==================== conv2_window_gen
<file path="config.mk">
export PLATFORM = sky130hd
export DESIGN_NAME = conv2_window_gen
export DESIGN_NICKNAME = d
export VERILOG_FILES = /design/src/rtl/conv2_window_gen.sv
export SDC_FILE = /design/constraint.sdc
export NUM_CORES = 2
export LEC_CHECK = 0
export CORE_MARGIN = 1
export CORE_UTILIZATION = 59
export CTS_BUF_LIST = sky130_fd_sc_hd__clkbuf_16
export DETAILED_ROUTE_END_ITERATION = 12
export PLACE_DENSITY = 0.81
export SLEW_MARGIN = 15
export SYNTH_ARGS = -nofsm -noshare
export SYNTH_HDL_FRONTEND = slang
export SYNTH_SLANG_ARGS = --single-unit
</file>
<file path="constraint.sdc">
create_clock -name clk -period 38 [get_ports clk]
set_input_delay 5.7 -clock clk [delete_from_list [all_inputs] [get_ports clk]]
set_output_delay 5.7 -clock clk [all_outputs]
set_load 0.02 [all_outputs]
</file>
<file path="src/rtl/conv2_window_gen.sv">
// 3x3x3 sliding-window generator for a raster-order IMG_W x IMG_W, 3-channel feature map.
// Optional frame counter output is enabled by defining CONV2_WIN_FRAME_CNT_EN.
module conv2_window_gen #(
    parameter int IMG_W = 13,
    parameter int DW    = 32
) (
    input  logic              clk,
    input  logic              rst_n,
    input  logic [3*DW-1:0]   data_in,
    input  logic              data_in_valid,
    output logic [27*DW-1:0]  win_out,
    output logic              win_valid,
    output logic              frame_done
`ifdef CONV2_WIN_FRAME_CNT_EN
    ,
    output logic [7:0]        frame_cnt
`endif
);

    localparam int PW = 3 * DW;
    localparam int CW = (IMG_W > 1) ? $clog2(IMG_W) : 1;

    localparam logic [0:0] FILL   = 1'b0;
    localparam logic [0:0] STREAM = 1'b1;

    logic [CW-1:0]    col_q, col_d, row_q, row_d;
    logic [0:0]       state_q, state_d;
    logic             last_col, last_row, win_vld_d, done_d;
    logic [27*DW-1:0] win_d;

    // lb1 holds the row above the current one, lb2 the row two above
    logic [PW-1:0] lb1_q [IMG_W];
    logic [PW-1:0] lb2_q [IMG_W];
    // two previous columns of the window; the third column is formed from the incoming pixel
    logic [PW-1:0] sw_q  [3][2];
    logic [PW-1:0] sw_d  [3][2];
    logic [PW-1:0] col_new [3];

    always_comb begin
        last_col   = (col_q == CW'(IMG_W - 1));
        last_row   = (row_q == CW'(IMG_W - 1));
        col_new[0] = lb2_q[col_q];
        col_new[1] = lb1_q[col_q];
        col_new[2] = data_in;

        col_d   = col_q;
        row_d   = row_q;
        state_d = state_q;
        if (data_in_valid) begin
            if (last_col) begin
                col_d = '0;
                row_d = last_row ? '0 : row_q + CW'(1);
            end else begin
                col_d = col_q + CW'(1);
            end
        end

        case (state_q)
            FILL:    if (data_in_valid && last_col && row_q == CW'(1)) state_d = STREAM;
            STREAM:  if (data_in_valid && last_col && last_row)        state_d = FILL;
            default: state_d = FILL;
        endcase

        win_vld_d = data_in_valid && (state_q == STREAM) && (col_q >= CW'(2));
        done_d    = win_vld_d && last_col && last_row;

        win_d = win_out;
        for (int r = 0; r < 3; r++) begin
            sw_d[r][0] = sw_q[r][1];
            sw_d[r][1] = col_new[r];
            if (win_vld_d) begin
                win_d[(r*3+0)*PW +: PW] = sw_q[r][0];
                win_d[(r*3+1)*PW +: PW] = sw_q[r][1];
                win_d[(r*3+2)*PW +: PW] = col_new[r];
            end
        end
    end

    always_ff @(posedge clk or posedge rst_n) begin
        if (rst_n) begin
            col_q      <= '0;
            row_q      <= '0;
            state_q    <= FILL;
            win_valid  <= 1'b0;
            frame_done <= 1'b0;
            win_out    <= '0;
        end else begin
            col_q      <= col_d;
            row_q      <= row_d;
            state_q    <= state_d;
            win_valid  <= win_vld_d;
            frame_done <= done_d;
            win_out    <= win_d;
        end
    end

    // Storage only; stale data is never exposed because windows need rows >= 2 of this frame
    always_ff @(posedge clk) begin
        if (data_in_valid) begin
            lb2_q[col_q] <= lb1_q[col_q];
            lb1_q[col_q] <= data_in;
            sw_q         <= sw_d;
        end
    end

`ifdef CONV2_WIN_FRAME_CNT_EN
    logic [7:0] frame_cnt_q;

    always_ff @(posedge clk or posedge rst_n) begin
        if (rst_n)       frame_cnt_q <= '0;
        else if (done_d) frame_cnt_q <= frame_cnt_q + 8'd1;
    end

    assign frame_cnt = frame_cnt_q;
`endif

endmodule

</file>
==================== fifo_stream_reader
===== src/rtl/fifo_stream_reader_pkg.sv =====
// Shared sizing helpers for the FIFO read-side stream adapter.
package fifo_stream_reader_pkg;

   localparam int MAX_RD_LAT = 4;
   // Wide enough to hold a popcount of the deepest supported in-flight tracker.
   localparam int TRK_CNT_W  = $clog2(MAX_RD_LAT + 1);

   function automatic int clog2_p1(input int n);
      return $clog2(n + 1);
   endfunction

endpackage


===== src/rtl/reader_skid_buf.sv =====
// Small circular buffer holding words returned by the FIFO RAM until the
// downstream stream accepts them.
module reader_skid_buf
   import fifo_stream_reader_pkg::*;
#(
   parameter int WIDTH = 8,
   parameter int DEPTH = 3,
   localparam int LW   = clog2_p1(DEPTH)
) (
   input  logic             clk,
   input  logic             rst,
   input  logic             wr_i,
   input  logic [WIDTH-1:0] wdata_i,
   input  logic             rd_i,
   output logic [WIDTH-1:0] rdata_o,
   output logic             full_o,
   output logic             empty_o,
   output logic [LW-1:0]    level_o
);

   localparam int AW = (DEPTH > 1) ? $clog2(DEPTH) : 1;
   localparam logic [AW:0] PTR_ONE = 1;

   logic [AW:0]      wptr_q, wptr_d;
   logic [AW:0]      rptr_q, rptr_d;
   logic [WIDTH-1:0] mem_q [DEPTH];
   logic             do_wr, do_rd;

   // Depth need not be a power of two: the address wraps at DEPTH-1 and the
   // extra MSB toggles, so equal addresses with differing MSBs means full.
   function automatic logic [AW:0] ptr_inc(input logic [AW:0] p);
      if (p[AW-1:0] == AW'(DEPTH - 1)) begin
         return {~p[AW], {AW{1'b0}}};
      end
      return p + PTR_ONE;
   endfunction

   assign empty_o = (wptr_q == rptr_q);
   assign full_o  = (wptr_q[AW-1:0] == rptr_q[AW-1:0]) && (wptr_q[AW] != rptr_q[AW]);
   assign do_wr   = wr_i && !full_o;
   assign do_rd   = rd_i && !empty_o;
   assign rdata_o = mem_q[rptr_q[AW-1:0]];

   always_comb begin
      level_o = LW'(int'(wptr_q[AW-1:0]) - int'(rptr_q[AW-1:0])
                    + ((wptr_q[AW] != rptr_q[AW]) ? DEPTH : 0));
   end

   always_comb begin
      wptr_d = do_wr ? ptr_inc(wptr_q) : wptr_q;
      rptr_d = do_rd ? ptr_inc(rptr_q) : rptr_q;
   end

   always_ff @(posedge clk) begin
      if (rst) begin
         wptr_q <= '0;
         rptr_q <= '0;
      end else begin
         wptr_q <= wptr_d;
         rptr_q <= rptr_d;
      end
   end

   always_ff @(posedge clk) begin
      if (do_wr) begin
         mem_q[wptr_q[AW-1:0]] <= wdata_i;
      end
   end

endmodule


===== src/rtl/fifo_stream_reader.sv =====
// Converts the dual-clock FIFO pop interface into a valid/ready stream,
// crediting in-flight RAM reads so back-pressure never overruns the buffer.
module fifo_stream_reader
   import fifo_stream_reader_pkg::*;
#(
   parameter int WIDTH     = 8,
   parameter int RD_LAT    = 1,
   parameter int BUF_DEPTH = RD_LAT + 2,
   parameter int PKT_LEN   = 0,
   parameter int CNTW      = 16
) (
   input  logic                             rdclk,
   input  logic                             reset,
   output logic                             fifo_rd,
   input  logic                             fifo_empty,
   input  logic [WIDTH-1:0]                 fifo_dout,
   output logic [WIDTH-1:0]                 m_data,
   output logic                             m_valid,
   input  logic                             m_ready,
   output logic                             m_last,
   output logic [CNTW-1:0]                  beat_cnt,
   output logic [clog2_p1(BUF_DEPTH)-1:0]   level,
   output logic                             err_ovf
);

   localparam int LW = clog2_p1(BUF_DEPTH);
   localparam int CW = ((LW + 1) > TRK_CNT_W) ? (LW + 1) : TRK_CNT_W;
   localparam int IW = (PKT_LEN > 1) ? $clog2(PKT_LEN) : 1;

   logic [RD_LAT-1:0]    trk_q, trk_d;
   logic [TRK_CNT_W-1:0] inflight;
   logic                 land, beat, buf_full, buf_empty;
   logic                 err_q, err_d;
   logic [IW-1:0]        idx_q, idx_d;
   logic [CNTW-1:0]      cnt_q, cnt_d;

   always_comb begin
      inflight = '0;
      for (int i = 0; i < RD_LAT; i++) begin
         inflight = inflight + TRK_CNT_W'(trk_q[i]);
      end
   end

   // Credit check counts only what is already held or owed; a beat leaving
   // this cycle is not counted, which keeps the check free of m_ready.
   assign fifo_rd = !reset && !fifo_empty &&
                    ((CW'(level) + CW'(inflight)) < CW'(BUF_DEPTH));

   always_comb begin
      trk_d    = '0;
      trk_d[0] = fifo_rd;
      for (int i = 1; i < RD_LAT; i++) begin
         trk_d[i] = trk_q[i-1];
      end
   end

   assign land    = trk_q[RD_LAT-1];
   assign m_valid = !buf_empty;
   assign beat    = m_valid && m_ready;

   reader_skid_buf #(
      .WIDTH (WIDTH),
      .DEPTH (BUF_DEPTH)
   ) u_buf (
      .clk     (rdclk),
      .rst     (reset),
      .wr_i    (land),
      .wdata_i (fifo_dout),
      .rd_i    (beat),
      .rdata_o (m_data),
      .full_o  (buf_full),
      .empty_o (buf_empty),
      .level_o (level)
   );

   always_comb begin
      err_d = err_q || (land && buf_full);
      cnt_d = beat ? (cnt_q + CNTW'(1)) : cnt_q;
      idx_d = idx_q;
      if (beat && (PKT_LEN != 0)) begin
         idx_d = (idx_q == IW'(PKT_LEN - 1)) ? '0 : (idx_q + IW'(1));
      end
   end

   assign m_last   = (PKT_LEN != 0) && m_valid && (idx_q == IW'(PKT_LEN - 1));
   assign beat_cnt = cnt_q;
   assign err_ovf  = err_q;

   always_ff @(posedge rdclk) begin
      if (reset) begin
         trk_q <= '0;
         err_q <= 1'b0;
         cnt_q <= '0;
         idx_q <= '0;
      end else begin
         trk_q <= trk_d;
         err_q <= err_d;
         cnt_q <= cnt_d;
         idx_q <= idx_d;
      end
   end

endmodule


===== config.mk =====
export PLATFORM = sky130hd
export DESIGN_NAME = fifo_stream_reader
export DESIGN_NICKNAME = d
export VERILOG_FILES = /design/src/rtl/fifo_stream_reader_pkg.sv /design/src/rtl/reader_skid_buf.sv /design/src/rtl/fifo_stream_reader.sv
export SDC_FILE = /design/constraint.sdc
export NUM_CORES = 1
export LEC_CHECK = 0
export CAP_MARGIN = 10
export CORE_ASPECT_RATIO = 1.25
export CORE_MARGIN = 2
export CORE_UTILIZATION = 35
export DETAILED_ROUTE_END_ITERATION = 8
export GPL_TIMING_DRIVEN = 0
export PLACE_DENSITY = 0.57
export SLEW_MARGIN = 25
export SYNTH_ARGS = -nofsm -noshare
export SYNTH_HDL_FRONTEND = slang
export SYNTH_HIERARCHICAL = 1
export SYNTH_SLANG_ARGS = --single-unit

===== constraint.sdc =====
create_clock -name rdclk -period 5.5 [get_ports rdclk]
set_input_delay 1.1 -clock rdclk [delete_from_list [all_inputs] [get_ports rdclk]]
set_output_delay 1.1 -clock rdclk [all_outputs]
set_load 0.01 [all_outputs]

==================== pkt_fifo_v2
### config.mk
export PLATFORM = sky130hd
export DESIGN_NAME = pkt_fifo_v2
export DESIGN_NICKNAME = d
export VERILOG_FILES = /design/src/rtl/pkt_fifo_v2.sv
export SDC_FILE = /design/constraint.sdc
export NUM_CORES = 1
export LEC_CHECK = 0
export ABC_AREA = 1
export CAP_MARGIN = 20
export CORE_MARGIN = 8
export CORE_UTILIZATION = 40
export DETAILED_ROUTE_END_ITERATION = 6
export PLACE_DENSITY = 0.56
export RECOVER_POWER = 50
export SYNTH_ARGS = -nofsm -noshare
export SYNTH_HDL_FRONTEND = slang
export SYNTH_SLANG_ARGS = --single-unit
### constraint.sdc
create_clock -name clk -period 3.3 [get_ports clk]
set_input_delay 0.66 -clock clk [delete_from_list [all_inputs] [get_ports clk]]
set_output_delay 0.66 -clock clk [all_outputs]
set_load 0.01 [all_outputs]
### src/rtl/pkt_fifo_v2.sv
// Per-port ingress packet FIFO: parametrised width/depth, FWFT or registered read,
// threshold flags, occupancy count, sticky error flags and synchronous flush.
module pkt_fifo_v2 #(
   parameter int DATA_WIDTH = 16,
   parameter int DEPTH      = 8,
   parameter int FWFT       = 0,
   parameter int AF_THRESH  = DEPTH - 1,
   parameter int AE_THRESH  = 1
) (
   input  logic                         clk,
   input  logic                         rst_n,
   input  logic                         flush,
   input  logic [DATA_WIDTH-1:0]        data_in,
   input  logic                         wr_en,
   output logic                         fifo_full,
   output logic                         almost_full,
   input  logic                         rd_en,
   output logic [DATA_WIDTH-1:0]        data_out,
   output logic                         data_valid,
   output logic                         fifo_empty,
   output logic                         almost_empty,
   output logic [DATA_WIDTH/2-1:0]      header_out,
   output logic [$clog2(DEPTH+1)-1:0]   level,
   output logic                         overflow,
   output logic                         underflow,
   input  logic                         clr_err
);

   localparam int PW = (DEPTH > 1) ? $clog2(DEPTH) : 1;
   localparam int LW = $clog2(DEPTH + 1);
   localparam int HW = DATA_WIDTH / 2;

   logic [DATA_WIDTH-1:0] mem [DEPTH];
   logic [PW-1:0]         wr_ptr;
   logic [PW-1:0]         rd_ptr;
   logic                  wr_acc;
   logic                  rd_acc;
   logic                  ovf_set;
   logic                  unf_set;

   // Explicit wrap so non-power-of-2 depths work.
   function automatic logic [PW-1:0] ptr_inc(input logic [PW-1:0] p);
      return (p == PW'(DEPTH - 1)) ? '0 : p + 1'b1;
   endfunction

   assign fifo_full    = (level == LW'(DEPTH));
   assign fifo_empty   = (level == '0);
   assign almost_full  = (int'(level) >= AF_THRESH);
   assign almost_empty = (int'(level) <= AE_THRESH);

   assign wr_acc  = wr_en & ~fifo_full  & ~flush;
   assign rd_acc  = rd_en & ~fifo_empty & ~flush;
   assign ovf_set = wr_en & fifo_full  & ~flush;
   assign unf_set = rd_en & fifo_empty & ~flush;

   assign header_out = fifo_empty ? '0 : mem[rd_ptr][HW-1:0];

   always_ff @(posedge clk or negedge rst_n) begin
      if (!rst_n) begin
         wr_ptr <= '0;
         rd_ptr <= '0;
         level  <= '0;
      end else if (flush) begin
         wr_ptr <= '0;
         rd_ptr <= '0;
         level  <= '0;
      end else begin
         if (wr_acc) wr_ptr <= ptr_inc(wr_ptr);
         if (rd_acc) rd_ptr <= ptr_inc(rd_ptr);
         case ({wr_acc, rd_acc})
            2'b10:   level <= level + 1'b1;
            2'b01:   level <= level - 1'b1;
            default: level <= level;
         endcase
      end
   end

   // A new error in the same cycle as clr_err wins.
   always_ff @(posedge clk or negedge rst_n) begin
      if (!rst_n) begin
         overflow  <= 1'b0;
         underflow <= 1'b0;
      end else begin
         overflow  <= ovf_set | (overflow  & ~clr_err);
         underflow <= unf_set | (underflow & ~clr_err);
      end
   end

   always_ff @(posedge clk) begin
      if (wr_acc) mem[wr_ptr] <= data_in;
   end

   generate
      if (FWFT != 0) begin : g_fwft
         assign data_out   = mem[rd_ptr];
         assign data_valid = ~fifo_empty;
      end else begin : g_reg
         always_ff @(posedge clk or negedge rst_n) begin
            if (!rst_n) begin
               data_out   <= '0;
               data_valid <= 1'b0;
            end else if (flush) begin
               data_valid <= 1'b0;
            end else begin
               data_valid <= rd_acc;
               if (rd_acc) data_out <= mem[rd_ptr];
            end
         end
      end
   endgenerate

endmodule

==================== des_round_sequencer
===== src/rtl/des_round_sequencer.sv =====
// des_round_sequencer: control FSM for an iterative DES core.
// Sequences IP load, ROUNDS Feistel rounds and the FP capture, and issues
// per-round C/D key rotation commands (left for encrypt, right for decrypt).
// Ports:
//   clk, rst            : clock, synchronous active-high reset
//   start_valid/ready   : block request handshake, decrypt_in sampled on it
//   abort               : drop the current block, return to idle
//   dp_load/round_en/final : datapath strobes (mutually exclusive)
//   round_idx, key_shift, key_dir : round number and key rotate command
//   busy, out_valid/out_ready : status and result handshake
module des_round_sequencer #(
    parameter int          ROUNDS     = 16,
    parameter logic [15:0] ENC_SHIFT2 = 16'h7EFC
) (
    input  logic       clk,
    input  logic       rst,
    input  logic       start_valid,
    output logic       start_ready,
    input  logic       decrypt_in,
    input  logic       abort,
    output logic       dp_load,
    output logic       dp_round_en,
    output logic [3:0] round_idx,
    output logic [1:0] key_shift,
    output logic       key_dir,
    output logic       dp_final,
    output logic       busy,
    output logic       out_valid,
    input  logic       out_ready
);

    typedef enum logic [2:0] {
        S_IDLE,
        S_LOAD,
        S_ROUND,
        S_FINAL,
        S_DONE
    } state_t;

    localparam logic [3:0] LAST = 4'(ROUNDS - 1);

    state_t     state, state_nx;
    logic [3:0] cnt, cnt_nx;
    logic       mode, mode_nx;
    logic [4:0] dec_idx;

    // Decrypt walks the encrypt schedule backwards, one round behind:
    // round r undoes the rotation encrypt applied in round ROUNDS-r.
    assign dec_idx = 5'(ROUNDS) - {1'b0, cnt};

    always_ff @(posedge clk) begin
        if (rst) begin
            state <= S_IDLE;
            cnt   <= 4'd0;
            mode  <= 1'b0;
        end else begin
            state <= state_nx;
            cnt   <= cnt_nx;
            mode  <= mode_nx;
        end
    end

    always_comb begin
        state_nx    = state;
        cnt_nx      = cnt;
        mode_nx     = mode;
        start_ready = 1'b0;
        dp_load     = 1'b0;
        dp_round_en = 1'b0;
        dp_final    = 1'b0;
        round_idx   = 4'd0;
        key_shift   = 2'd0;
        key_dir     = 1'b0;
        busy        = 1'b0;
        out_valid   = 1'b0;

        case (state)
            S_IDLE: begin
                start_ready = 1'b1;
                if (start_valid) begin
                    mode_nx  = decrypt_in;
                    state_nx = S_LOAD;
                end
            end

            S_LOAD: begin
                busy     = 1'b1;
                dp_load  = 1'b1;
                cnt_nx   = 4'd0;
                state_nx = abort ? S_IDLE : S_ROUND;
            end

            S_ROUND: begin
                busy        = 1'b1;
                dp_round_en = 1'b1;
                round_idx   = cnt;
                key_dir     = mode;
                if (!mode)
                    key_shift = ENC_SHIFT2[cnt] ? 2'd2 : 2'd1;
                else if (cnt != 4'd0)
                    key_shift = ENC_SHIFT2[dec_idx[3:0]] ? 2'd2 : 2'd1;
                if (abort) begin
                    cnt_nx   = 4'd0;
                    state_nx = S_IDLE;
                end else if (cnt == LAST) begin
                    cnt_nx   = 4'd0;
                    state_nx = S_FINAL;
                end else begin
                    cnt_nx = cnt + 4'd1;
                end
            end

            S_FINAL: begin
                busy = 1'b1;
                // An aborted block must never reach the output register.
                dp_final = !abort;
                state_nx = abort ? S_IDLE : S_DONE;
            end

            S_DONE: begin
                out_valid   = 1'b1;
                start_ready = out_ready && !abort;
                if (abort) begin
                    state_nx = S_IDLE;
                end else if (out_ready) begin
                    if (start_valid) begin
                        mode_nx  = decrypt_in;
                        state_nx = S_LOAD;
                    end else begin
                        state_nx = S_IDLE;
                    end
                end
            end

            default: begin
                cnt_nx   = 4'd0;
                state_nx = S_IDLE;
            end
        endcase
    end

endmodule


===== config.mk =====
export PLATFORM = sky130hd
export DESIGN_NAME = des_round_sequencer
export DESIGN_NICKNAME = d
export VERILOG_FILES = /design/src/rtl/des_round_sequencer.sv
export SDC_FILE = /design/constraint.sdc
export NUM_CORES = 1
export LEC_CHECK = 0
export CAP_MARGIN = 25
export CORE_MARGIN = 2
export CORE_UTILIZATION = 30
export DETAILED_ROUTE_END_ITERATION = 10
export GPL_ROUTABILITY_DRIVEN = 0
export HOLD_SLACK_MARGIN = 0.15
export SLEW_MARGIN = 15
export SYNTH_ARGS = -nofsm -noshare
export SYNTH_HDL_FRONTEND = slang
export SYNTH_SLANG_ARGS = --single-unit
export TNS_END_PERCENT = 100

===== constraint.sdc =====
create_clock -name clk -period 4.1 [get_ports clk]
set_input_delay 0.615 -clock clk [delete_from_list [all_inputs] [get_ports clk]]
set_output_delay 0.615 -clock clk [all_outputs]
set_load 0.05 [all_outputs]

Figure 1. Wire density map (pkt_fifo_v2).
The bar under the picture is 50 µm long. 29 x 29 tiles, from dark blue (low) to red (high), scaled to the fullest tile. Values are wire area over tile area, all layers added.
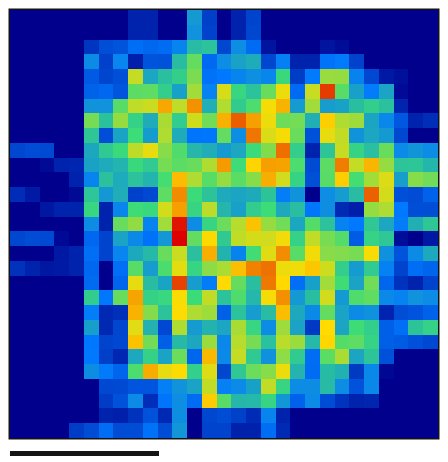
mean over tiles	0.11
densest ninth of the die	middle
fullest tile	0.38
wire length per cell: 17.2 µm
count of vias placed by the detailed router: 4,308
combined global-route utilization of all metal layers: 0.151
WL final: 15.0 mm

==> run notes, pkt_fifo_v2 <==
• **syn_nets** 599
• **top power group** sequential cells
• **top metal layer carrying routed signals** met4
• **Clock group** 1920 µW
• **Row Count** 47
• **Clock Power Share** 0.364
• **number of flops mapped to enable cells by yosys** 128
• **fraction of power consumed by sequential logic** 0.447
• **violations in the final reports** capacitance limit, slew limit
• **dominant cell type by area after synthesis** edfxtp_1
• **result of the run** finished, violations left
• **Combinational Power** 995 µW
• **residual DRC count** 0
• **max-cap viol count** 1
• **DRT iter0 DRCs** 324
• **number of pins exceeding their max-slew limit in the final report** 30
• **net total in the final layout** 668
• **die outline area** 20,800 µm²
• **multi-input combinational cell area** 1720 µm²
• **effective utilization at floorplan** 0.403
• **Period minus WS final** 3.07 ns
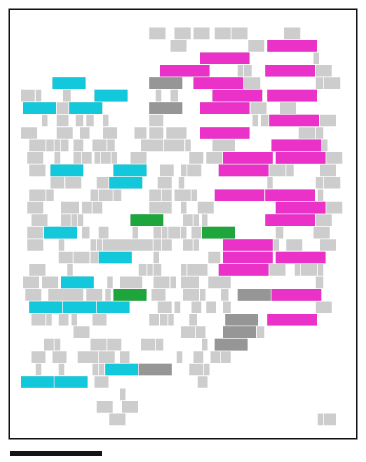
Figure 2: fifo_stream_reader, sequential cells grouped by signal name.
The bar under the picture is 20 µm long.
name in the netlist	color	sequential cells
u_buf/mem_q	magenta	24
u_buf/wptr_q	green	3
beat_cnt	cyan	16
not colored	7

==> run notes, fifo_stream_reader <==
• **Plain + repair buffers** 50
• **placer congestion estimate** 0.829
• **result of the run** finished clean
• **instance count on the critical path** 8
• **synthesized area per cell** 10.6 µm²
• **initial antenna violation count** 0
• **endpoint of the worst hold-timing path** err_ovf
• **multi-input combinational cell area** 953 µm²
• **count of tool warnings** 26
• **dpl cells** 337
• **first-pass GRT wire length** 7.49 mm
• **top cells by count** 26 x dfxtp_1, 24 x edfxtp_1, 23 x nand2_1
• **Max stage delay on crit path** 0.64 ns
• **number of H-tree branching levels** 2
• **vias in the first global route** 1,606
• **Well-Tap Cells** 85
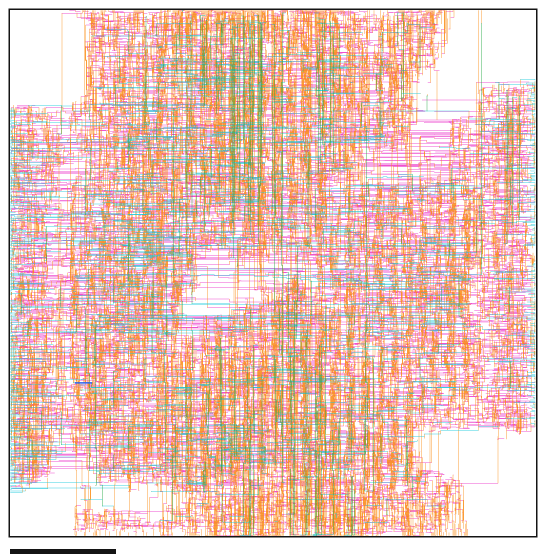
Figure 3: conv2_window_gen, metal layers overlaid.
The bar under the picture is 100 µm long.
layer	color	wire length
met3	cyan	36.5 mm
met5	blue	14.7 µm
met2	orange	165 mm
met1	magenta	138 mm
met4	green	14,000 µm
count of vias placed by the detailed router: 77,051
WL final: 353 mm
wire length per cell: 28.1 µm
combined global-route utilization of all metal layers: 0.284

==> run notes, conv2_window_gen <==
• **result of the run** finished, violations left
• **peak fanout along the critical path** 162
• **critical path's top delay family** buffers and inverters
• **top metal layer carrying routed signals** met5
• **die outline area** 246,000 µm²
• **ranking of synthesized cells by area** edfxtp_1 64%, dfrtp_1 15%, mux2i_1 8.0%
• **final non-filler cell total** 12,563
• **violations in the final reports** DRC
• **share of synthesized area spent on multiplexers** 0.133
• **Yosys top cell by instances** edfxtp_1
• **residual DRC count** 2
• **final hold viol count** 0
• **Clock Power Share** 0.245
• **relative slew slack** 0.178
• **power consumed by sequential cells** 6670 µW
• **total leakage power** 0.0630 µW
• **number of clock sinks seen by CTS** 3,947
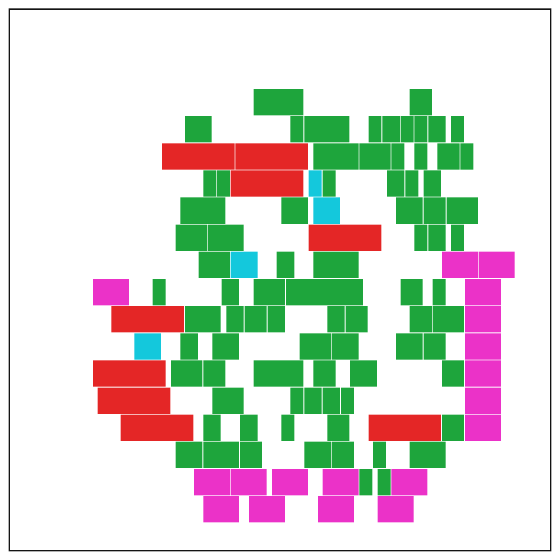
Figure 4: des_round_sequencer, placed cells, one color a class.
class	color	cells	share of their area
flip-flops	red	9	20%
clock drivers and dummy loads	cyan	4	2.8%
all other logic	green	81	58%
other buffers and delay cells	magenta	18	20%
Row Count: 18
post-route cell area: 961 µm²

==> run notes, des_round_sequencer <==
• **Max stage delay on crit path** 0.73 ns
• **count of vias placed by the detailed router** 689
• **final hold viol count** 0
• **Vias per Instance** 4.85
• **number of clock sinks seen by CTS** 9
• **maximum count of clock buffers along a single path** 2
• **Non-CTS inverters** 5
• **Seq share, synth** 0.239
• **internal power component** 154 µW
• **residual DRC count** 0
• **worst setup slack for register-to-register paths** 2.24 ns
• **number of pins exceeding their max-slew limit in the final report** 0
• **Yosys top cell by instances** nor2_1
• **initial antenna violation count** 0
• **peak fanout along the critical path** 12
• **Clock transition at path regs** 0.06 ns
• **Combinational Power** 66.3 µW
• **result of the run** finished clean
• **die outline area** 2930 µm²
• **share of the clock period used by the worst path** 0.821
• **final non-filler cell total** 142
• **post-CTS setup buffer count** 0
• **critical path startpoint** cnt[2]
• **Final ANT Viol Nets** 0

==================== count_scheduler
<file path="config.mk">
export PLATFORM = sky130hd
export DESIGN_NAME = count_scheduler
export DESIGN_NICKNAME = d
export VERILOG_FILES = /design/src/rtl/count_scheduler_pkg.sv /design/src/rtl/count_scheduler_cnt_core.sv /design/src/rtl/count_scheduler.sv
export SDC_FILE = /design/constraint.sdc
export NUM_CORES = 1
export LEC_CHECK = 0
export ABC_CLOCK_PERIOD_IN_PS = 2900
export CELL_PAD_IN_SITES_DETAIL_PLACEMENT = 0
export CELL_PAD_IN_SITES_GLOBAL_PLACEMENT = 1
export CORE_ASPECT_RATIO = 0.9
export CORE_MARGIN = 5
export CORE_UTILIZATION = 32
export DETAILED_ROUTE_END_ITERATION = 7
export PLACE_DENSITY = 0.89
export SLEW_MARGIN = 20
export SYNTH_ARGS = -nofsm -noshare
export SYNTH_HDL_FRONTEND = slang
export SYNTH_SLANG_ARGS = --single-unit
export TNS_END_PERCENT = 1
</file>
<file path="constraint.sdc">
create_clock -name clk -period 2.9 [get_ports clk]
set_input_delay 0.58 -clock clk [delete_from_list [all_inputs] [get_ports clk]]
set_output_delay 0.58 -clock clk [all_outputs]
set_load 0.02 [all_outputs]
</file>
<file path="src/rtl/count_scheduler_pkg.sv">
// Shared types and constants for the two-requester count scheduler.
package count_scheduler_pkg;

  localparam int DEF_W = 4;
  localparam int N_REQ = 2;

  typedef enum logic [1:0] {
    ST_IDLE = 2'd0,
    ST_RUN  = 2'd1,
    ST_DONE = 2'd2
  } state_t;

endpackage

</file>
<file path="src/rtl/count_scheduler_cnt_core.sv">
// W-bit up counter with synchronous clear (dominant) and count enable.
module cnt_core #(
  parameter int W = 4
) (
  input  logic         clk,
  input  logic         i_clr,
  input  logic         i_en,
  output logic [W-1:0] o_count
);

  logic [W-1:0] r_count;

  always_ff @(posedge clk) begin
    if (i_clr) begin
      r_count <= '0;
    end else if (i_en) begin
      r_count <= r_count + W'(1);
    end
  end

  assign o_count = r_count;

endmodule

</file>
<file path="src/rtl/count_scheduler.sv">
// Round-robin scheduler granting a shared counter to one of two requesters
// for a run of target+1 cycles; runs are non-preemptive but abortable.
//
// Handshake: req is a level request; a grant is visible on gnt one cycle after
// the IDLE edge that saw req, and the run ends with a one-cycle done pulse
// (normal completion) or silently on abort. req need not be held during RUN.
module count_scheduler
  import count_scheduler_pkg::*;
#(
  parameter int W = DEF_W
) (
  input  logic             clk,
  input  logic             reset,
  input  logic [N_REQ-1:0] req,
  input  logic [W-1:0]     len0,
  input  logic [W-1:0]     len1,
  input  logic             abort,
  output logic [N_REQ-1:0] gnt,
  output logic             busy,
  output logic             enable,
  output logic [W-1:0]     count,
  output logic [N_REQ-1:0] done,
  output state_t           dbg_state
);

  state_t       r_state;
  state_t       w_next;
  logic         r_owner;
  logic         r_last;
  logic [W-1:0] r_target;
  logic [W-1:0] w_count;
  logic         w_winner;
  logic         w_at_target;
  logic         w_clr;
  logic         w_cnt_en;

  // r_last holds the last-served requester; resetting it to 1 favours requester 0.
  always_comb begin
    w_winner = 1'b0;
    if (req == 2'b10) begin
      w_winner = 1'b1;
    end else if (req == 2'b11) begin
      w_winner = ~r_last;
    end
  end

  assign w_at_target = (w_count == r_target);

  always_ff @(posedge clk) begin
    if (reset) begin
      r_state  <= ST_IDLE;
      r_owner  <= 1'b0;
      r_last   <= 1'b1;
      r_target <= '0;
    end else begin
      r_state <= w_next;
      if (r_state == ST_IDLE && req != 2'b00) begin
        r_owner  <= w_winner;
        r_last   <= w_winner;
        r_target <= w_winner ? len1 : len0;
      end
    end
  end

  always_comb begin
    w_next = r_state;
    case (r_state)
      ST_IDLE: if (req != 2'b00) w_next = ST_RUN;
      ST_RUN: begin
        if (abort) begin
          w_next = ST_IDLE;
        end else if (w_at_target) begin
          w_next = ST_DONE;
        end
      end
      ST_DONE: w_next = ST_IDLE;
      default: w_next = ST_IDLE;
    endcase
  end

  always_comb begin
    gnt       = 2'b00;
    busy      = 1'b0;
    enable    = 1'b0;
    done      = 2'b00;
    dbg_state = r_state;
    case (r_state)
      ST_RUN: begin
        gnt    = r_owner ? 2'b10 : 2'b01;
        busy   = 1'b1;
        enable = 1'b1;
      end
      ST_DONE: done = r_owner ? 2'b10 : 2'b01;
      default: ;
    endcase
  end

  // Count is zero whenever we are not in RUN, except in DONE where the
  // final value holds for its single cycle and clears on the way to IDLE.
  assign w_clr    = reset || (r_state == ST_IDLE) || (r_state == ST_DONE) ||
                    (r_state == ST_RUN && abort);
  assign w_cnt_en = (r_state == ST_RUN) && !w_at_target;

  cnt_core #(.W(W)) u_cnt_core (
    .clk     (clk),
    .i_clr   (w_clr),
    .i_en    (w_cnt_en),
    .o_count (w_count)
  );

  assign count = w_count;

endmodule

</file>
==================== key_debounce
## src/rtl/key_debounce.sv

```systemverilog
// key_debounce: per-channel 2-flop sync, debounce counter and 4-state FSM.
// Optional macro KEY_RELEASE_PULSE_EN builds the Key_Release pulse register.
//
// Ports:
//   CLK         rising-edge clock
//   RSTn        async active-low reset
//   Key_Raw     raw button pins (ACTIVE_LOW sets pressed polarity)
//   Key_Level   debounced level, 1 = pressed
//   Key_Press   1-cycle pulse on Key_Level 0->1
//   Key_Release 1-cycle pulse on Key_Level 1->0 (0 unless macro set)
module key_debounce #(
  parameter int          N_KEYS     = 6,
  parameter int          CNT_W      = 20,
  parameter int unsigned CNT_MAX    = 999_999,
  parameter bit          ACTIVE_LOW = 1'b1
) (
  input  logic              CLK,
  input  logic              RSTn,
  input  logic [N_KEYS-1:0] Key_Raw,
  output logic [N_KEYS-1:0] Key_Level,
  output logic [N_KEYS-1:0] Key_Press,
  output logic [N_KEYS-1:0] Key_Release
);

  localparam logic [CNT_W-1:0] LP_MAX = CNT_W'(CNT_MAX);
  localparam logic [CNT_W-1:0] LP_ONE = CNT_W'(1);
  localparam logic [N_KEYS-1:0] LP_IDLE_PIN = {N_KEYS{ACTIVE_LOW}};

  typedef enum logic [1:0] {
    IDLE,
    PRESS_WAIT,
    PRESSED,
    RELEASE_WAIT
  } st_t;

  logic [N_KEYS-1:0] r_s1;
  logic [N_KEYS-1:0] r_s2;
  logic [N_KEYS-1:0] w_p;

  // Sync flops reset to the idle pin level so a key held
  // through reset is seen as a fresh press.
  always_ff @(posedge CLK or negedge RSTn) begin
    if (!RSTn) begin
      r_s1 <= LP_IDLE_PIN;
      r_s2 <= LP_IDLE_PIN;
    end else begin
      r_s1 <= Key_Raw;
      r_s2 <= r_s1;
    end
  end

  assign w_p = r_s2 ^ LP_IDLE_PIN;

  for (genvar g = 0; g < N_KEYS; g++) begin : g_ch
    st_t              r_st;
    st_t              w_st_nx;
    logic [CNT_W-1:0] r_cnt;
    logic [CNT_W-1:0] w_cnt_nx;
    logic             r_lvl;
    logic             w_lvl_nx;
    logic             r_prs;
    logic             w_prs_nx;
    logic             w_done;
`ifdef KEY_RELEASE_PULSE_EN
    logic             r_rel;
    logic             w_rel_nx;
`endif

    assign w_done = (r_cnt == LP_MAX);

    always_comb begin
      w_st_nx  = r_st;
      w_cnt_nx = r_cnt;
      w_lvl_nx = r_lvl;
      w_prs_nx = 1'b0;
`ifdef KEY_RELEASE_PULSE_EN
      w_rel_nx = 1'b0;
`endif
      unique case (r_st)
        IDLE: begin
          if (w_p[g]) begin
            w_st_nx  = PRESS_WAIT;
            w_cnt_nx = LP_ONE;
          end
        end
        PRESS_WAIT: begin
          if (!w_p[g]) begin
            w_st_nx  = IDLE;
            w_cnt_nx = '0;
          end else if (w_done) begin
            w_st_nx  = PRESSED;
            w_cnt_nx = '0;
            w_lvl_nx = 1'b1;
            w_prs_nx = 1'b1;
          end else begin
            w_cnt_nx = r_cnt + LP_ONE;
          end
        end
        PRESSED: begin
          if (!w_p[g]) begin
            w_st_nx  = RELEASE_WAIT;
            w_cnt_nx = LP_ONE;
          end
        end
        RELEASE_WAIT: begin
          if (w_p[g]) begin
            w_st_nx  = PRESSED;
            w_cnt_nx = '0;
          end else if (w_done) begin
            w_st_nx  = IDLE;
            w_cnt_nx = '0;
            w_lvl_nx = 1'b0;
`ifdef KEY_RELEASE_PULSE_EN
            w_rel_nx = 1'b1;
`endif
          end else begin
            w_cnt_nx = r_cnt + LP_ONE;
          end
        end
        default: begin
          w_st_nx  = IDLE;
          w_cnt_nx = '0;
          w_lvl_nx = 1'b0;
        end
      endcase
    end

    always_ff @(posedge CLK or negedge RSTn) begin
      if (!RSTn) begin
        r_st  <= IDLE;
        r_cnt <= '0;
        r_lvl <= 1'b0;
        r_prs <= 1'b0;
      end else begin
        r_st  <= w_st_nx;
        r_cnt <= w_cnt_nx;
        r_lvl <= w_lvl_nx;
        r_prs <= w_prs_nx;
      end
    end

    assign Key_Level[g] = r_lvl;
    assign Key_Press[g] = r_prs;

`ifdef KEY_RELEASE_PULSE_EN
    always_ff @(posedge CLK or negedge RSTn) begin
      if (!RSTn) r_rel <= 1'b0;
      else       r_rel <= w_rel_nx;
    end
    assign Key_Release[g] = r_rel;
`else
    assign Key_Release[g] = 1'b0;
`endif
  end

endmodule

```

## config.mk

```make
export PLATFORM = sky130hd
export DESIGN_NAME = key_debounce
export DESIGN_NICKNAME = d
export VERILOG_FILES = /design/src/rtl/key_debounce.sv
export SDC_FILE = /design/constraint.sdc
export NUM_CORES = 1
export LEC_CHECK = 0
export CAP_MARGIN = 20
export CORE_ASPECT_RATIO = 0.9
export CORE_MARGIN = 3
export CORE_UTILIZATION = 65
export DETAILED_ROUTE_END_ITERATION = 8
export PLACE_DENSITY = 0.88
export SYNTH_ARGS = -nofsm -noshare
export SYNTH_HDL_FRONTEND = slang
export SYNTH_SLANG_ARGS = --single-unit
```

## constraint.sdc

```tcl
create_clock -name CLK -period 5.35 [get_ports CLK]
set_clock_uncertainty 0.15 [all_clocks]
set_input_delay 0.8025 -clock CLK [delete_from_list [all_inputs] [get_ports CLK]]
set_output_delay 0.8025 -clock CLK [all_outputs]
set_load 0.005 [all_outputs]
```

==================== mem_copy_engine
<file path="src/rtl/mem_copy_engine.sv">
// Memory-to-memory byte copy engine driving the data-memory port while busy.
// Optional fill mode (write fill_val without reading) is enabled by MEMCPY_FILL_EN.
module mem_copy_engine (
   input  logic       clk,
   input  logic       rst_n,
   input  logic       start,
   input  logic [7:0] src_addr,
   input  logic [7:0] dst_addr,
   input  logic [7:0] len,
   input  logic       fill,
   input  logic [7:0] fill_val,
   output logic       busy,
   output logic       done,
   output logic [7:0] remaining,
   output logic [7:0] DataAddress,
   output logic       ReadMem,
   output logic       WriteMem,
   output logic [7:0] DataIn,
   input  logic [7:0] DataOut
);

   typedef enum logic [1:0] {IDLE, READ, WRITE, DONE} state_t;

   state_t     state_q;
   logic [7:0] sp_q, dp_q, rem_q, addr_q, din_q;
   logic       busy_q, done_q, rd_q, wr_q;
   logic [7:0] sp_d, dp_d, rem_d;

   logic       fill_acc;   // fill requested on the accept cycle
   logic [7:0] fill_acc_val;
   logic       fill_mode;  // latched fill mode for the running transfer
   logic [7:0] fill_byte;

`ifdef MEMCPY_FILL_EN
   logic       fill_q;
   logic [7:0] fval_q;

   always_ff @(posedge clk) begin
      if (!rst_n) begin
         fill_q <= 1'b0;
         fval_q <= '0;
      end else if (state_q == IDLE && start) begin
         fill_q <= fill;
         fval_q <= fill_val;
      end
   end

   always_comb begin
      fill_acc     = fill;
      fill_acc_val = fill_val;
      fill_mode    = fill_q;
      fill_byte    = fval_q;
   end
`else
   logic unused_fill;
   assign unused_fill = ^{fill, fill_val};

   always_comb begin
      fill_acc     = 1'b0;
      fill_acc_val = '0;
      fill_mode    = 1'b0;
      fill_byte    = '0;
   end
`endif

   always_comb begin
      sp_d  = sp_q + 8'd1;
      dp_d  = dp_q + 8'd1;
      rem_d = rem_q - 8'd1;
   end

   // Outputs are loaded with the decode of the state being entered, so they
   // are valid from the first instant of each cycle. din_q doubles as the hold
   // register: the byte read in READ is exactly what WRITE drives.
   always_ff @(posedge clk) begin
      if (!rst_n) begin
         state_q <= IDLE;
         sp_q    <= '0;
         dp_q    <= '0;
         rem_q   <= '0;
         addr_q  <= '0;
         din_q   <= '0;
         busy_q  <= 1'b0;
         done_q  <= 1'b0;
         rd_q    <= 1'b0;
         wr_q    <= 1'b0;
      end else begin
         case (state_q)
            IDLE: begin
               done_q <= 1'b0;
               if (start) begin
                  sp_q  <= src_addr;
                  dp_q  <= dst_addr;
                  rem_q <= len;
                  if (len == 8'd0) begin
                     state_q <= DONE;
                     done_q  <= 1'b1;
                  end else if (fill_acc) begin
                     state_q <= WRITE;
                     busy_q  <= 1'b1;
                     addr_q  <= dst_addr;
                     wr_q    <= 1'b1;
                     din_q   <= fill_acc_val;
                  end else begin
                     state_q <= READ;
                     busy_q  <= 1'b1;
                     addr_q  <= src_addr;
                     rd_q    <= 1'b1;
                  end
               end
            end
            READ: begin
               state_q <= WRITE;
               sp_q    <= sp_d;
               addr_q  <= dp_q;
               rd_q    <= 1'b0;
               wr_q    <= 1'b1;
               din_q   <= DataOut;
            end
            WRITE: begin
               dp_q  <= dp_d;
               rem_q <= rem_d;
               if (rem_q == 8'd1) begin
                  state_q <= DONE;
                  busy_q  <= 1'b0;
                  done_q  <= 1'b1;
                  addr_q  <= '0;
                  wr_q    <= 1'b0;
                  din_q   <= '0;
               end else if (fill_mode) begin
                  addr_q <= dp_d;
                  din_q  <= fill_byte;
               end else begin
                  state_q <= READ;
                  addr_q  <= sp_q;
                  rd_q    <= 1'b1;
                  wr_q    <= 1'b0;
                  din_q   <= '0;
               end
            end
            DONE: begin
               state_q <= IDLE;
               done_q  <= 1'b0;
            end
            default: state_q <= IDLE;
         endcase
      end
   end

   assign busy        = busy_q;
   assign done        = done_q;
   assign remaining   = rem_q;
   assign DataAddress = addr_q;
   assign ReadMem     = rd_q;
   assign WriteMem    = wr_q;
   assign DataIn      = din_q;

endmodule
</file>
<file path="config.mk">
export PLATFORM = sky130hd
export DESIGN_NAME = mem_copy_engine
export DESIGN_NICKNAME = d
export VERILOG_FILES = /design/src/rtl/mem_copy_engine.sv
export SDC_FILE = /design/constraint.sdc
export NUM_CORES = 1
export LEC_CHECK = 0
export CORE_UTILIZATION = 40
export DETAILED_ROUTE_END_ITERATION = 7
export PLACE_DENSITY_LB_ADDON = 0.1
export RECOVER_POWER = 25
export SLEW_MARGIN = 20
export SYNTH_ARGS = -nofsm -noshare
export SYNTH_HDL_FRONTEND = slang
export SYNTH_SLANG_ARGS = --single-unit
</file>
<file path="constraint.sdc">
create_clock -name clk -period 4.2 [get_ports clk]
set_input_delay 0.84 -clock clk [delete_from_list [all_inputs] [get_ports clk]]
set_output_delay 0.84 -clock clk [all_outputs]
set_load 0.02 [all_outputs]
</file>

==> gallery <==
Metal layers overlaid.
The bar under the picture is 20 µm long.
image #1
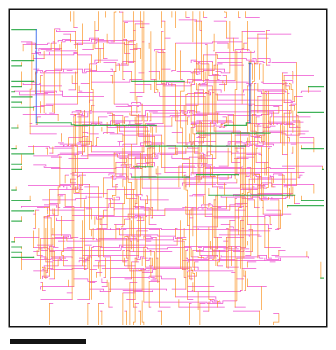
image #2
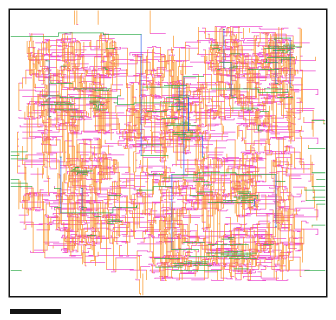
image #3
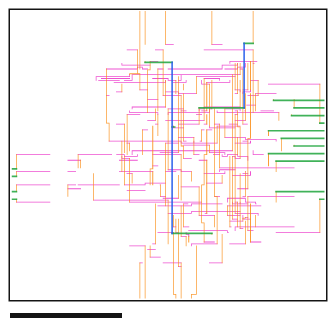
The one with the most wire is image #2.
The one with the least wire is image #3.
mem_copy_engine -> image #1
key_debounce -> image #2
count_scheduler -> image #3

Figure 5. Placed cells, one color a class (count_scheduler).
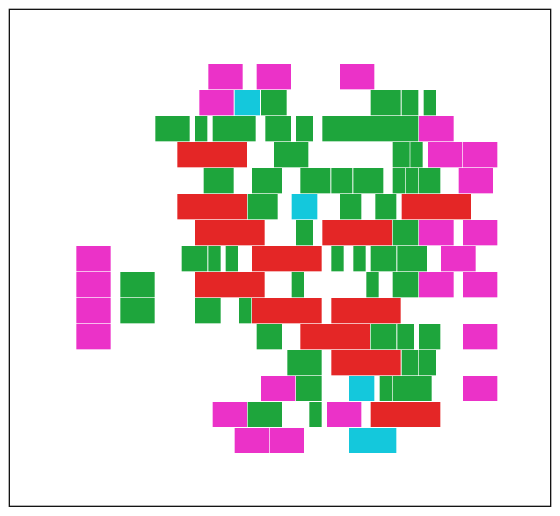
class	color	cells	share of their area
flip-flops	red	12	27%
clock drivers and dummy loads	cyan	4	4.1%
all other logic	green	52	42%
other buffers and delay cells	magenta	24	27%
Row Count: 15
final core area utilization: 0.487
sequential share of cell area: 0.263

==> run notes, count_scheduler <==
• **routed wl met3** 95 µm
• **fraction of power consumed by sequential logic** 0.439
• **Period minus WS final** 2.28 ns
• **IO buf count** 24
• **result of the run** finished clean
• **sequential standard cell area** 240 µm²
• **setup repair after global routing missed its margin** no
• **dominant cell type by area after synthesis** dfxtp_1
• **share of the clock period used by the worst path** 0.787
• **required time at the endpoint of the critical path** 2.32 ns
• **most used routing layer in global routing** met2
• **GRT met3 Usage** 0.0422
• **total net switching power** 119 µW
• **cells in synth_stat.txt** 67
• **effective utilization at floorplan** 0.332
• **critical path's top delay family** buffers and inverters
• **Core Area** 1880 µm²
• **Yosys top cell by instances** dfxtp_1
• **fraction of registers with async set or reset after synthesis** 0
• **peak fanout along the critical path** 6
• **number of buffers added to fix hold violations after cts** 0
• **Final ANT Viol Nets** 0
• **syn_nets** 81
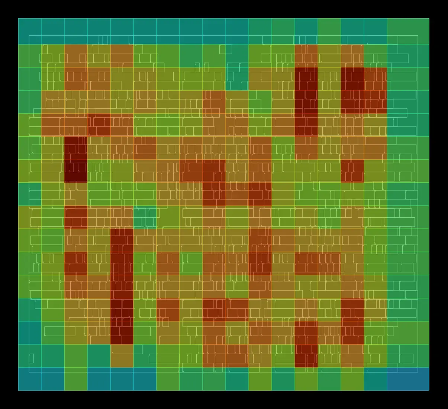
Figure 6: key_debounce, routing congestion map.
most used routing layer in global routing: met2
met1 Track Usage GR: 0.340
combined global-route utilization of all metal layers: 0.259
wire length per cell: 17.3 µm
GRT met3 Usage: 0.0607

==> run notes, key_debounce <==
• **synthesized area per cell** 9.70 µm²
• **Period minus WS final** 2.87 ns
• **cells in synth_stat.txt** 825
• **clock buffers** 20
• **share of synthesized area spent on multiplexers** 0.00797
• **number of cells on the worst reg-to-reg path** 6
• **post-synthesis cell count** 825
• **HP Class** flip-flop to flip-flop
• **result of the run** finished clean
• **fraction of area in multi-input gates** 0.432
• **final hold viol count** 0
• **Worst setup SP type** flip-flop
• **fraction of registers with async set or reset after synthesis** 1.00
• **maximum count of clock buffers along a single path** 2
• **layout cell share with drive strength beyond 1** 0.0878
• **IO Count** 26
• **Seq share, synth** 0.490
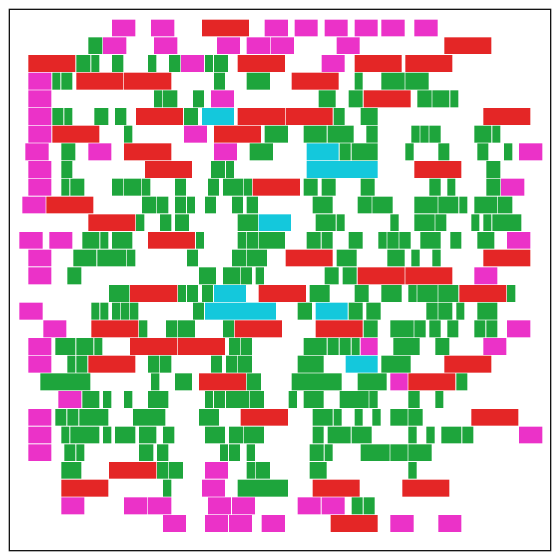
Figure 7: mem_copy_engine, placed cells, one color a class.
class	color	cells	share of their area
flip-flops	red	46	28%
all other logic	green	253	49%
clock drivers and dummy loads	cyan	8	4.3%
other buffers and delay cells	magenta	64	19%

==> run notes, mem_copy_engine <==
• **result of the run** finished clean
• **setup repair after global routing missed its margin** no
• **clock network share of area** 0.0420
• **fraction of power consumed by sequential logic** 0.314
• **TritonCTS clock tree** yes
• **top cells by count** 46 x dfxtp_1, 32 x a21oi_1, 32 x nor2_1
• **CP endpoint kind** flip-flop
• **residual DRC count** 0
• **PD cells** 672 nW/µm²
• **Period minus WS final** 2.54 ns
• **fill cell count** 628
• **ao+oa area frac** 0.307
• **net total in the final layout** 422
• **number of cells on the worst reg-to-reg path** 6
• **xor/xnor share of the synthesized area** 0
• **source-to-sink clock delay at the later pin of the worst-skew pair** 0.30 ns
• **WL final** 6.72 mm
• **fraction of power spent switching nets** 0.418
• **final non-filler cell total** 448
• **peak fanout along the critical path** 28
• **Worst-Margin Slew** 0.891 ns
• **Clock transition at path regs** 0.10 ns

==================== sound_sequencer_flat
$ cat src/rtl/sound_pkg.sv
// sound_pkg: shared types, sizes, the note ROM and the priority helper for the sound sequencer
package sound_pkg;
    localparam int NUM_EVENTS = 4;
    localparam int SEQ_LEN = 4;
    localparam int NOTE_W = 8;
    localparam int DUR_W = 4;
    localparam int EV_W = $clog2(NUM_EVENTS);
    localparam int STEP_W = $clog2(SEQ_LEN);

    typedef enum logic [1:0] {IDLE, LOAD, PLAY} state_t;

    typedef struct packed {
        logic [NOTE_W-1:0] code;
        logic [DUR_W-1:0]  dur;
    } note_t;

    // Indexed by {event, step}; dur == 0 marks the end of a sequence, code == 0 is a rest
    localparam note_t [0:NUM_EVENTS*SEQ_LEN-1] ROM = '{
        '{8'd50, 4'd4}, '{8'd40, 4'd4}, '{8'd30, 4'd8}, '{8'd0, 4'd0},
        '{8'd40, 4'd2}, '{8'd30, 4'd2}, '{8'd0, 4'd0},  '{8'd0, 4'd0},
        '{8'd60, 4'd1}, '{8'd0, 4'd0},  '{8'd0, 4'd0},  '{8'd0, 4'd0},
        '{8'd30, 4'd1}, '{8'd0, 4'd1},  '{8'd30, 4'd1}, '{8'd0, 4'd0}
    };

    function automatic logic [EV_W-1:0] pri_enc(input logic [NUM_EVENTS-1:0] v);
        pri_enc = '0;
        for (int i = NUM_EVENTS - 1; i >= 0; i--)
            if (v[i]) pri_enc = EV_W'(i);
    endfunction
endpackage

$ cat src/rtl/sound_sequencer_if.sv
// sound_sequencer_if: game-event requests in, amplifier and status signals out
interface sound_sequencer_if;
    import sound_pkg::*;
    logic [NUM_EVENTS-1:0] event_req;
    logic                  audio;
    logic                  gain;
    logic                  notshutdown;
    logic                  busy;
    logic [EV_W-1:0]       cur_event;
    modport master (output event_req, input audio, gain, notshutdown, busy, cur_event);
    modport slave (input event_req, output audio, gain, notshutdown, busy, cur_event);
endinterface

$ cat src/rtl/sound_tone_gen.sv
// sound_tone_gen: square wave toggling every half_period cycles; a zero half-period is a silent rest
module sound_tone_gen #(
    parameter int HP_W = 8
) (
    input  logic            clk,
    input  logic            rst,
    input  logic            load,
    input  logic            enable,
    input  logic [HP_W-1:0] half_period,
    output logic            audio
);
    logic [HP_W-1:0] hp;
    logic [HP_W-1:0] cnt;

    always_ff @(posedge clk or negedge rst) begin
        if (!rst) begin
            hp    <= '0;
            cnt   <= '0;
            audio <= 1'b0;
        end else if (load) begin
            hp    <= half_period;
            cnt   <= '0;
            audio <= 1'b0;
        end else if (!enable || hp == '0) begin
            cnt   <= '0;
            audio <= 1'b0;
        end else if (cnt == hp - HP_W'(1)) begin
            cnt   <= '0;
            audio <= ~audio;
        end else begin
            cnt <= cnt + HP_W'(1);
        end
    end
endmodule

$ cat src/rtl/sound_sequencer.sv
// sound_sequencer: latches game events, arbitrates by priority and plays each event's ROM note sequence
module sound_sequencer import sound_pkg::*; #(
    parameter int TONE_SHIFT = 6,
    parameter bit PREEMPT    = 1'b1,
    parameter bit GAIN_HI    = 1'b0
) (
    input  logic clk,
    input  logic rst,
    input  logic slowen,
    sound_sequencer_if.slave bus
);
    localparam int HP_W = NOTE_W + TONE_SHIFT;

    state_t                state;
    logic [NUM_EVENTS-1:0] pending;
    logic [NUM_EVENTS-1:0] pend_next;
    logic [NUM_EVENTS-1:0] sel_mask;
    logic [NUM_EVENTS-1:0] start_pend;
    logic [EV_W-1:0]       ev;
    logic [EV_W-1:0]       sel;
    logic [STEP_W-1:0]     step;
    logic [DUR_W-1:0]      dur_cnt;
    note_t                 note;
    logic                  preempt;
    logic                  tone_audio;

    assign pend_next = pending | bus.event_req;
    assign sel       = pri_enc(pend_next);
    assign sel_mask  = NUM_EVENTS'(1) << sel;
    // A fresh request for the event being started is only kept if it was already waiting
    assign start_pend = (pend_next & ~sel_mask) | (pending & bus.event_req & sel_mask);
    assign note      = ROM[{ev, step}];
    assign preempt   = PREEMPT && pend_next != '0 && sel < ev;

    assign bus.cur_event = ev;
    assign bus.audio     = tone_audio & (state == PLAY);

    always_ff @(posedge clk or negedge rst) begin
        if (!rst) begin
            state           <= IDLE;
            pending         <= '0;
            ev              <= '0;
            step            <= '0;
            dur_cnt         <= '0;
            bus.busy        <= 1'b0;
            bus.notshutdown <= 1'b0;
            bus.gain        <= 1'b0;
        end else begin
            pending <= pend_next;
            case (state)
                IDLE: if (pend_next != '0) begin
                    state           <= LOAD;
                    ev              <= sel;
                    step            <= '0;
                    pending         <= start_pend;
                    bus.busy        <= 1'b1;
                    bus.notshutdown <= 1'b1;
                    bus.gain        <= GAIN_HI;
                end
                LOAD: if (note.dur == '0) begin
                    state           <= IDLE;
                    bus.busy        <= 1'b0;
                    bus.notshutdown <= 1'b0;
                    bus.gain        <= 1'b0;
                end else begin
                    dur_cnt <= note.dur;
                    state   <= PLAY;
                end
                PLAY: if (preempt) begin
                    state   <= LOAD;
                    ev      <= sel;
                    step    <= '0;
                    pending <= start_pend;
                end else if (slowen) begin
                    if (dur_cnt != DUR_W'(1)) begin
                        dur_cnt <= dur_cnt - DUR_W'(1);
                    end else if (step == STEP_W'(SEQ_LEN - 1)) begin
                        state           <= IDLE;
                        bus.busy        <= 1'b0;
                        bus.notshutdown <= 1'b0;
                        bus.gain        <= 1'b0;
                    end else begin
                        step  <= step + STEP_W'(1);
                        state <= LOAD;
                    end
                end
                default: state <= IDLE;
            endcase
        end
    end

    sound_tone_gen #(.HP_W(HP_W)) u_tone (
        .clk         (clk),
        .rst         (rst),
        .load        (state == LOAD),
        .enable      (state == PLAY),
        .half_period (HP_W'(note.code) << TONE_SHIFT),
        .audio       (tone_audio)
    );
endmodule

$ cat src/flat_wrapper.sv
// flat-port wrapper written by rule: the top's interface ports become plain ports
module sound_sequencer_flat import sound_pkg::*;
#(
    parameter int TONE_SHIFT = 6,
    parameter bit PREEMPT    = 1'b1,
    parameter bit GAIN_HI    = 1'b0
)
  (clk, rst, slowen, bus_event_req, bus_audio, bus_gain, bus_notshutdown, bus_busy, bus_cur_event);
  sound_sequencer_if bus_i ();
  input  logic clk;
  input  logic rst;
  input  logic slowen;
  input wire logic [$bits(bus_i.event_req)-1:0] bus_event_req;
  output wire logic [$bits(bus_i.audio)-1:0] bus_audio;
  output wire logic [$bits(bus_i.gain)-1:0] bus_gain;
  output wire logic [$bits(bus_i.notshutdown)-1:0] bus_notshutdown;
  output wire logic [$bits(bus_i.busy)-1:0] bus_busy;
  output wire logic [$bits(bus_i.cur_event)-1:0] bus_cur_event;
  assign bus_i.event_req = bus_event_req;
  assign bus_audio = bus_i.audio;
  assign bus_gain = bus_i.gain;
  assign bus_notshutdown = bus_i.notshutdown;
  assign bus_busy = bus_i.busy;
  assign bus_cur_event = bus_i.cur_event;
  sound_sequencer #(.TONE_SHIFT(TONE_SHIFT), .PREEMPT(PREEMPT), .GAIN_HI(GAIN_HI)) u_core (.clk(clk), .rst(rst), .slowen(slowen), .bus(bus_i));
endmodule
$ cat config.mk
export PLATFORM = sky130hd
export DESIGN_NAME = sound_sequencer_flat
export DESIGN_NICKNAME = d
export VERILOG_FILES = /design/src/rtl/sound_pkg.sv /design/src/rtl/sound_sequencer_if.sv /design/src/rtl/sound_tone_gen.sv /design/src/rtl/sound_sequencer.sv /design/src/flat_wrapper.sv
export SDC_FILE = /design/constraint.sdc
export NUM_CORES = 1
export LEC_CHECK = 0
export ABC_CLOCK_PERIOD_IN_PS = 4900
export CORE_AREA = 2 2 90 92
export DETAILED_ROUTE_END_ITERATION = 10
export DIE_AREA = 0 0 92 94
export PLACE_DENSITY = 0.57
export SYNTH_ARGS = -nofsm -noshare
export SYNTH_HDL_FRONTEND = slang
export SYNTH_HIERARCHICAL = 1
export SYNTH_SLANG_ARGS = --single-unit
export TNS_END_PERCENT = 1
$ cat constraint.sdc
create_clock -name clk -period 4.9 [get_ports clk]
set_clock_uncertainty 0.15 [all_clocks]
set_input_delay 0.735 -clock clk [delete_from_list [all_inputs] [get_ports clk]]
set_output_delay 0.735 -clock clk [all_outputs]
set_load 0.01 [all_outputs]
==> run notes <==
• **peak fanout along the critical path** 14
• **routed wl met3** 163 µm
• **PD cells** 468 nW/µm²
• **endpoint of the worst hold-timing path** u_core/bus.busy
• **result of the run** finished clean
• **dpl cells** 421
• **ranking of synthesized cells by area** dfrtp_1 37%, mux2_2 5.3%, ha_1 5.0%
• **Clock transition at path regs** 0.09 ns
• **Worst Hold Launch** u_core/bus.busy
• **top cells by count** 44 x dfrtp_1, 22 x nand2_1, 20 x inv_1, 20 x nor2_1, 18 x nor3_1
• **share of the clock period used by the worst path** 0.641
• **DRT iter0 DRCs** 131
• **placer congestion estimate** 0.841
• **most used routing layer in global routing** met2
• **count of vias placed by the detailed router** 2,288
• **fraction of power spent switching nets** 0.415
• **post-CTS setup buffer count** 0
• **clock root buffer** clkbuf_8
• **post-synth area from yosys stat** 2990 µm²
• **final non-filler cell total** 429
• **Setup TNS Final** 0 ns
• **final core area utilization** 0.434
• **number of failing setup endpoints in the final timing report** 0
• **Worst setup SP type** flip-flop
• **most numerous cell on the critical path** nor3_1
• **relative slew slack** 0.313
• **CP endpoint kind** flip-flop
• **Max Clock Freq** 319 MHz
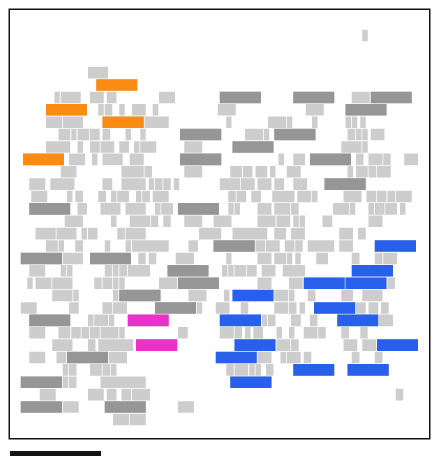
Figure 8: sound_sequencer_flat, sequential cells grouped by signal name.
The bar under the picture is 20 µm long.
name in the netlist	color	sequential cells
u_core/u_tone/cnt	blue	14
u_core/dur_cnt	orange	4
u_core/bus.cur_event	magenta	2
not colored	24



==> layout pictures side by side <==
Metal layers overlaid.
(a)
The bar under the picture is 50 µm long.
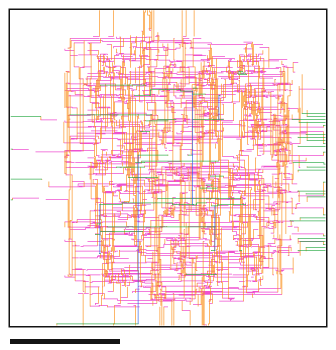
(b)
The bar under the picture is 20 µm long.
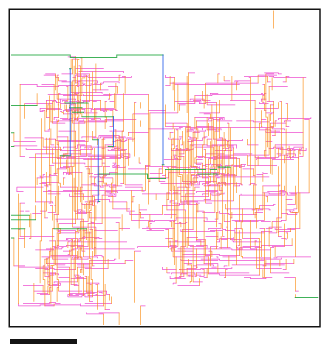
(c)
The bar under the picture is 20 µm long.
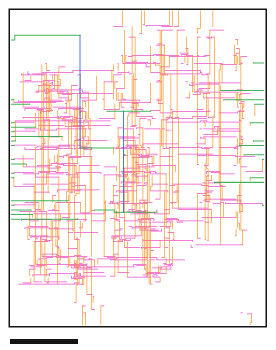
(d)
The bar under the picture is 20 µm long.
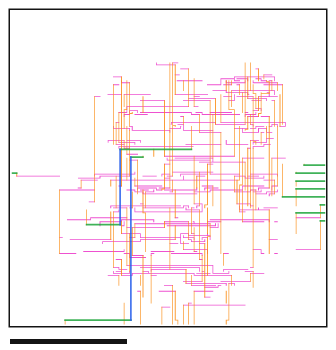
Of these, smallest die: (d)
Of these, most wire: (a)
| from | picture |
|---|---|
| fifo_stream_reader | (c) |
| pkt_fifo_v2 | (a) |
| des_round_sequencer | (d) |
| sound_sequencer_flat | (b) |

Key to (d):
layer	color	wire length
met2	orange	730 µm
met3	green	63.2 µm
met4	blue	40.8 µm
met1	magenta	828 µm


## Gallery

Placed cells, one color a class.
Plate I
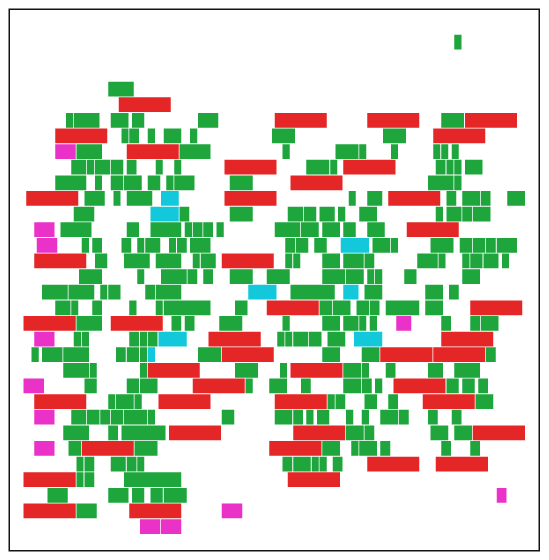
Plate II
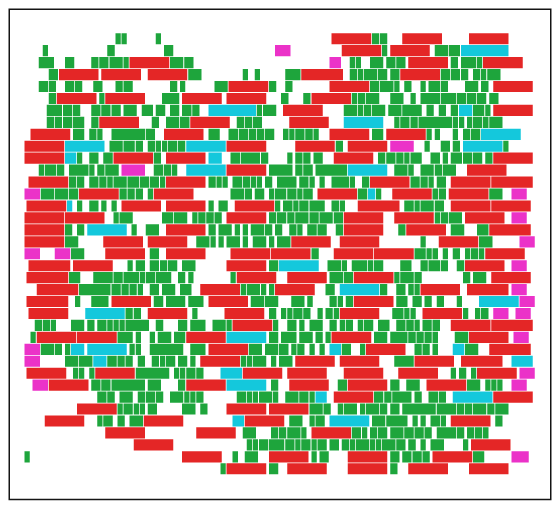
Plate III
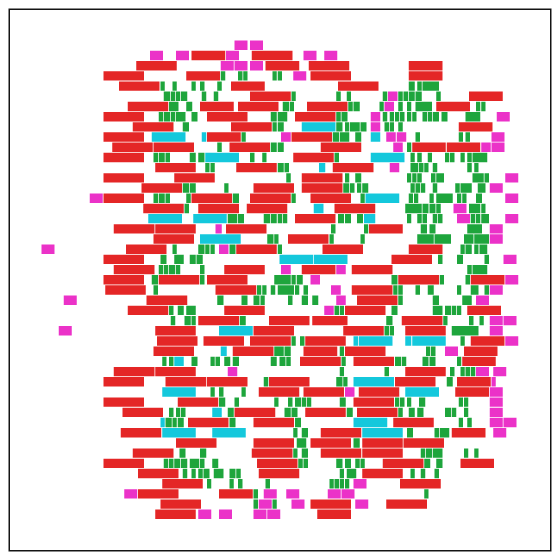
Plate IV
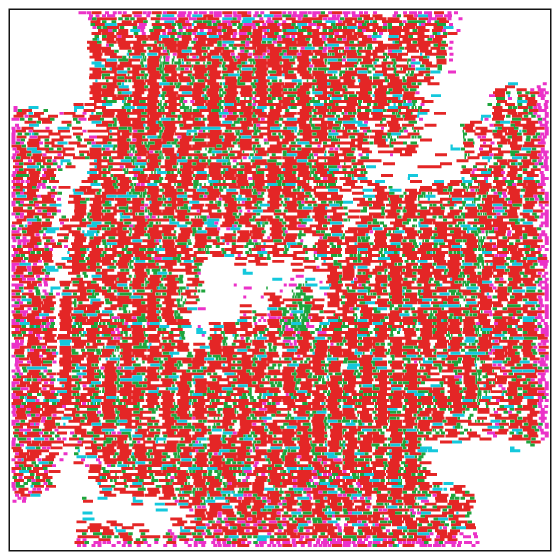
Plate V
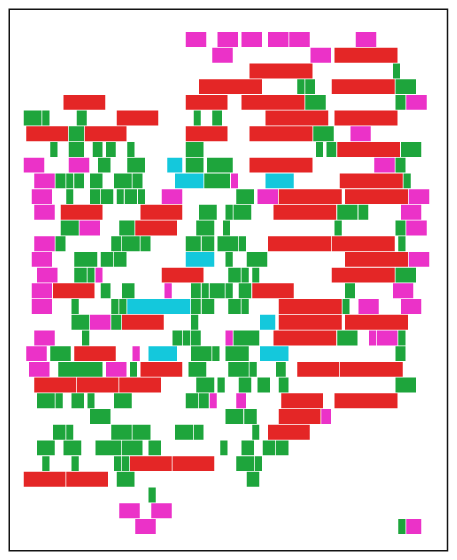
Of these, fewest cells: Plate V
Of these, most cells: Plate IV
pkt_fifo_v2 -> Plate III
fifo_stream_reader -> Plate V
conv2_window_gen -> Plate IV
key_debounce -> Plate II
sound_sequencer_flat -> Plate I

Power figures rest on the tool's default switching activity, not on a simulated workload.
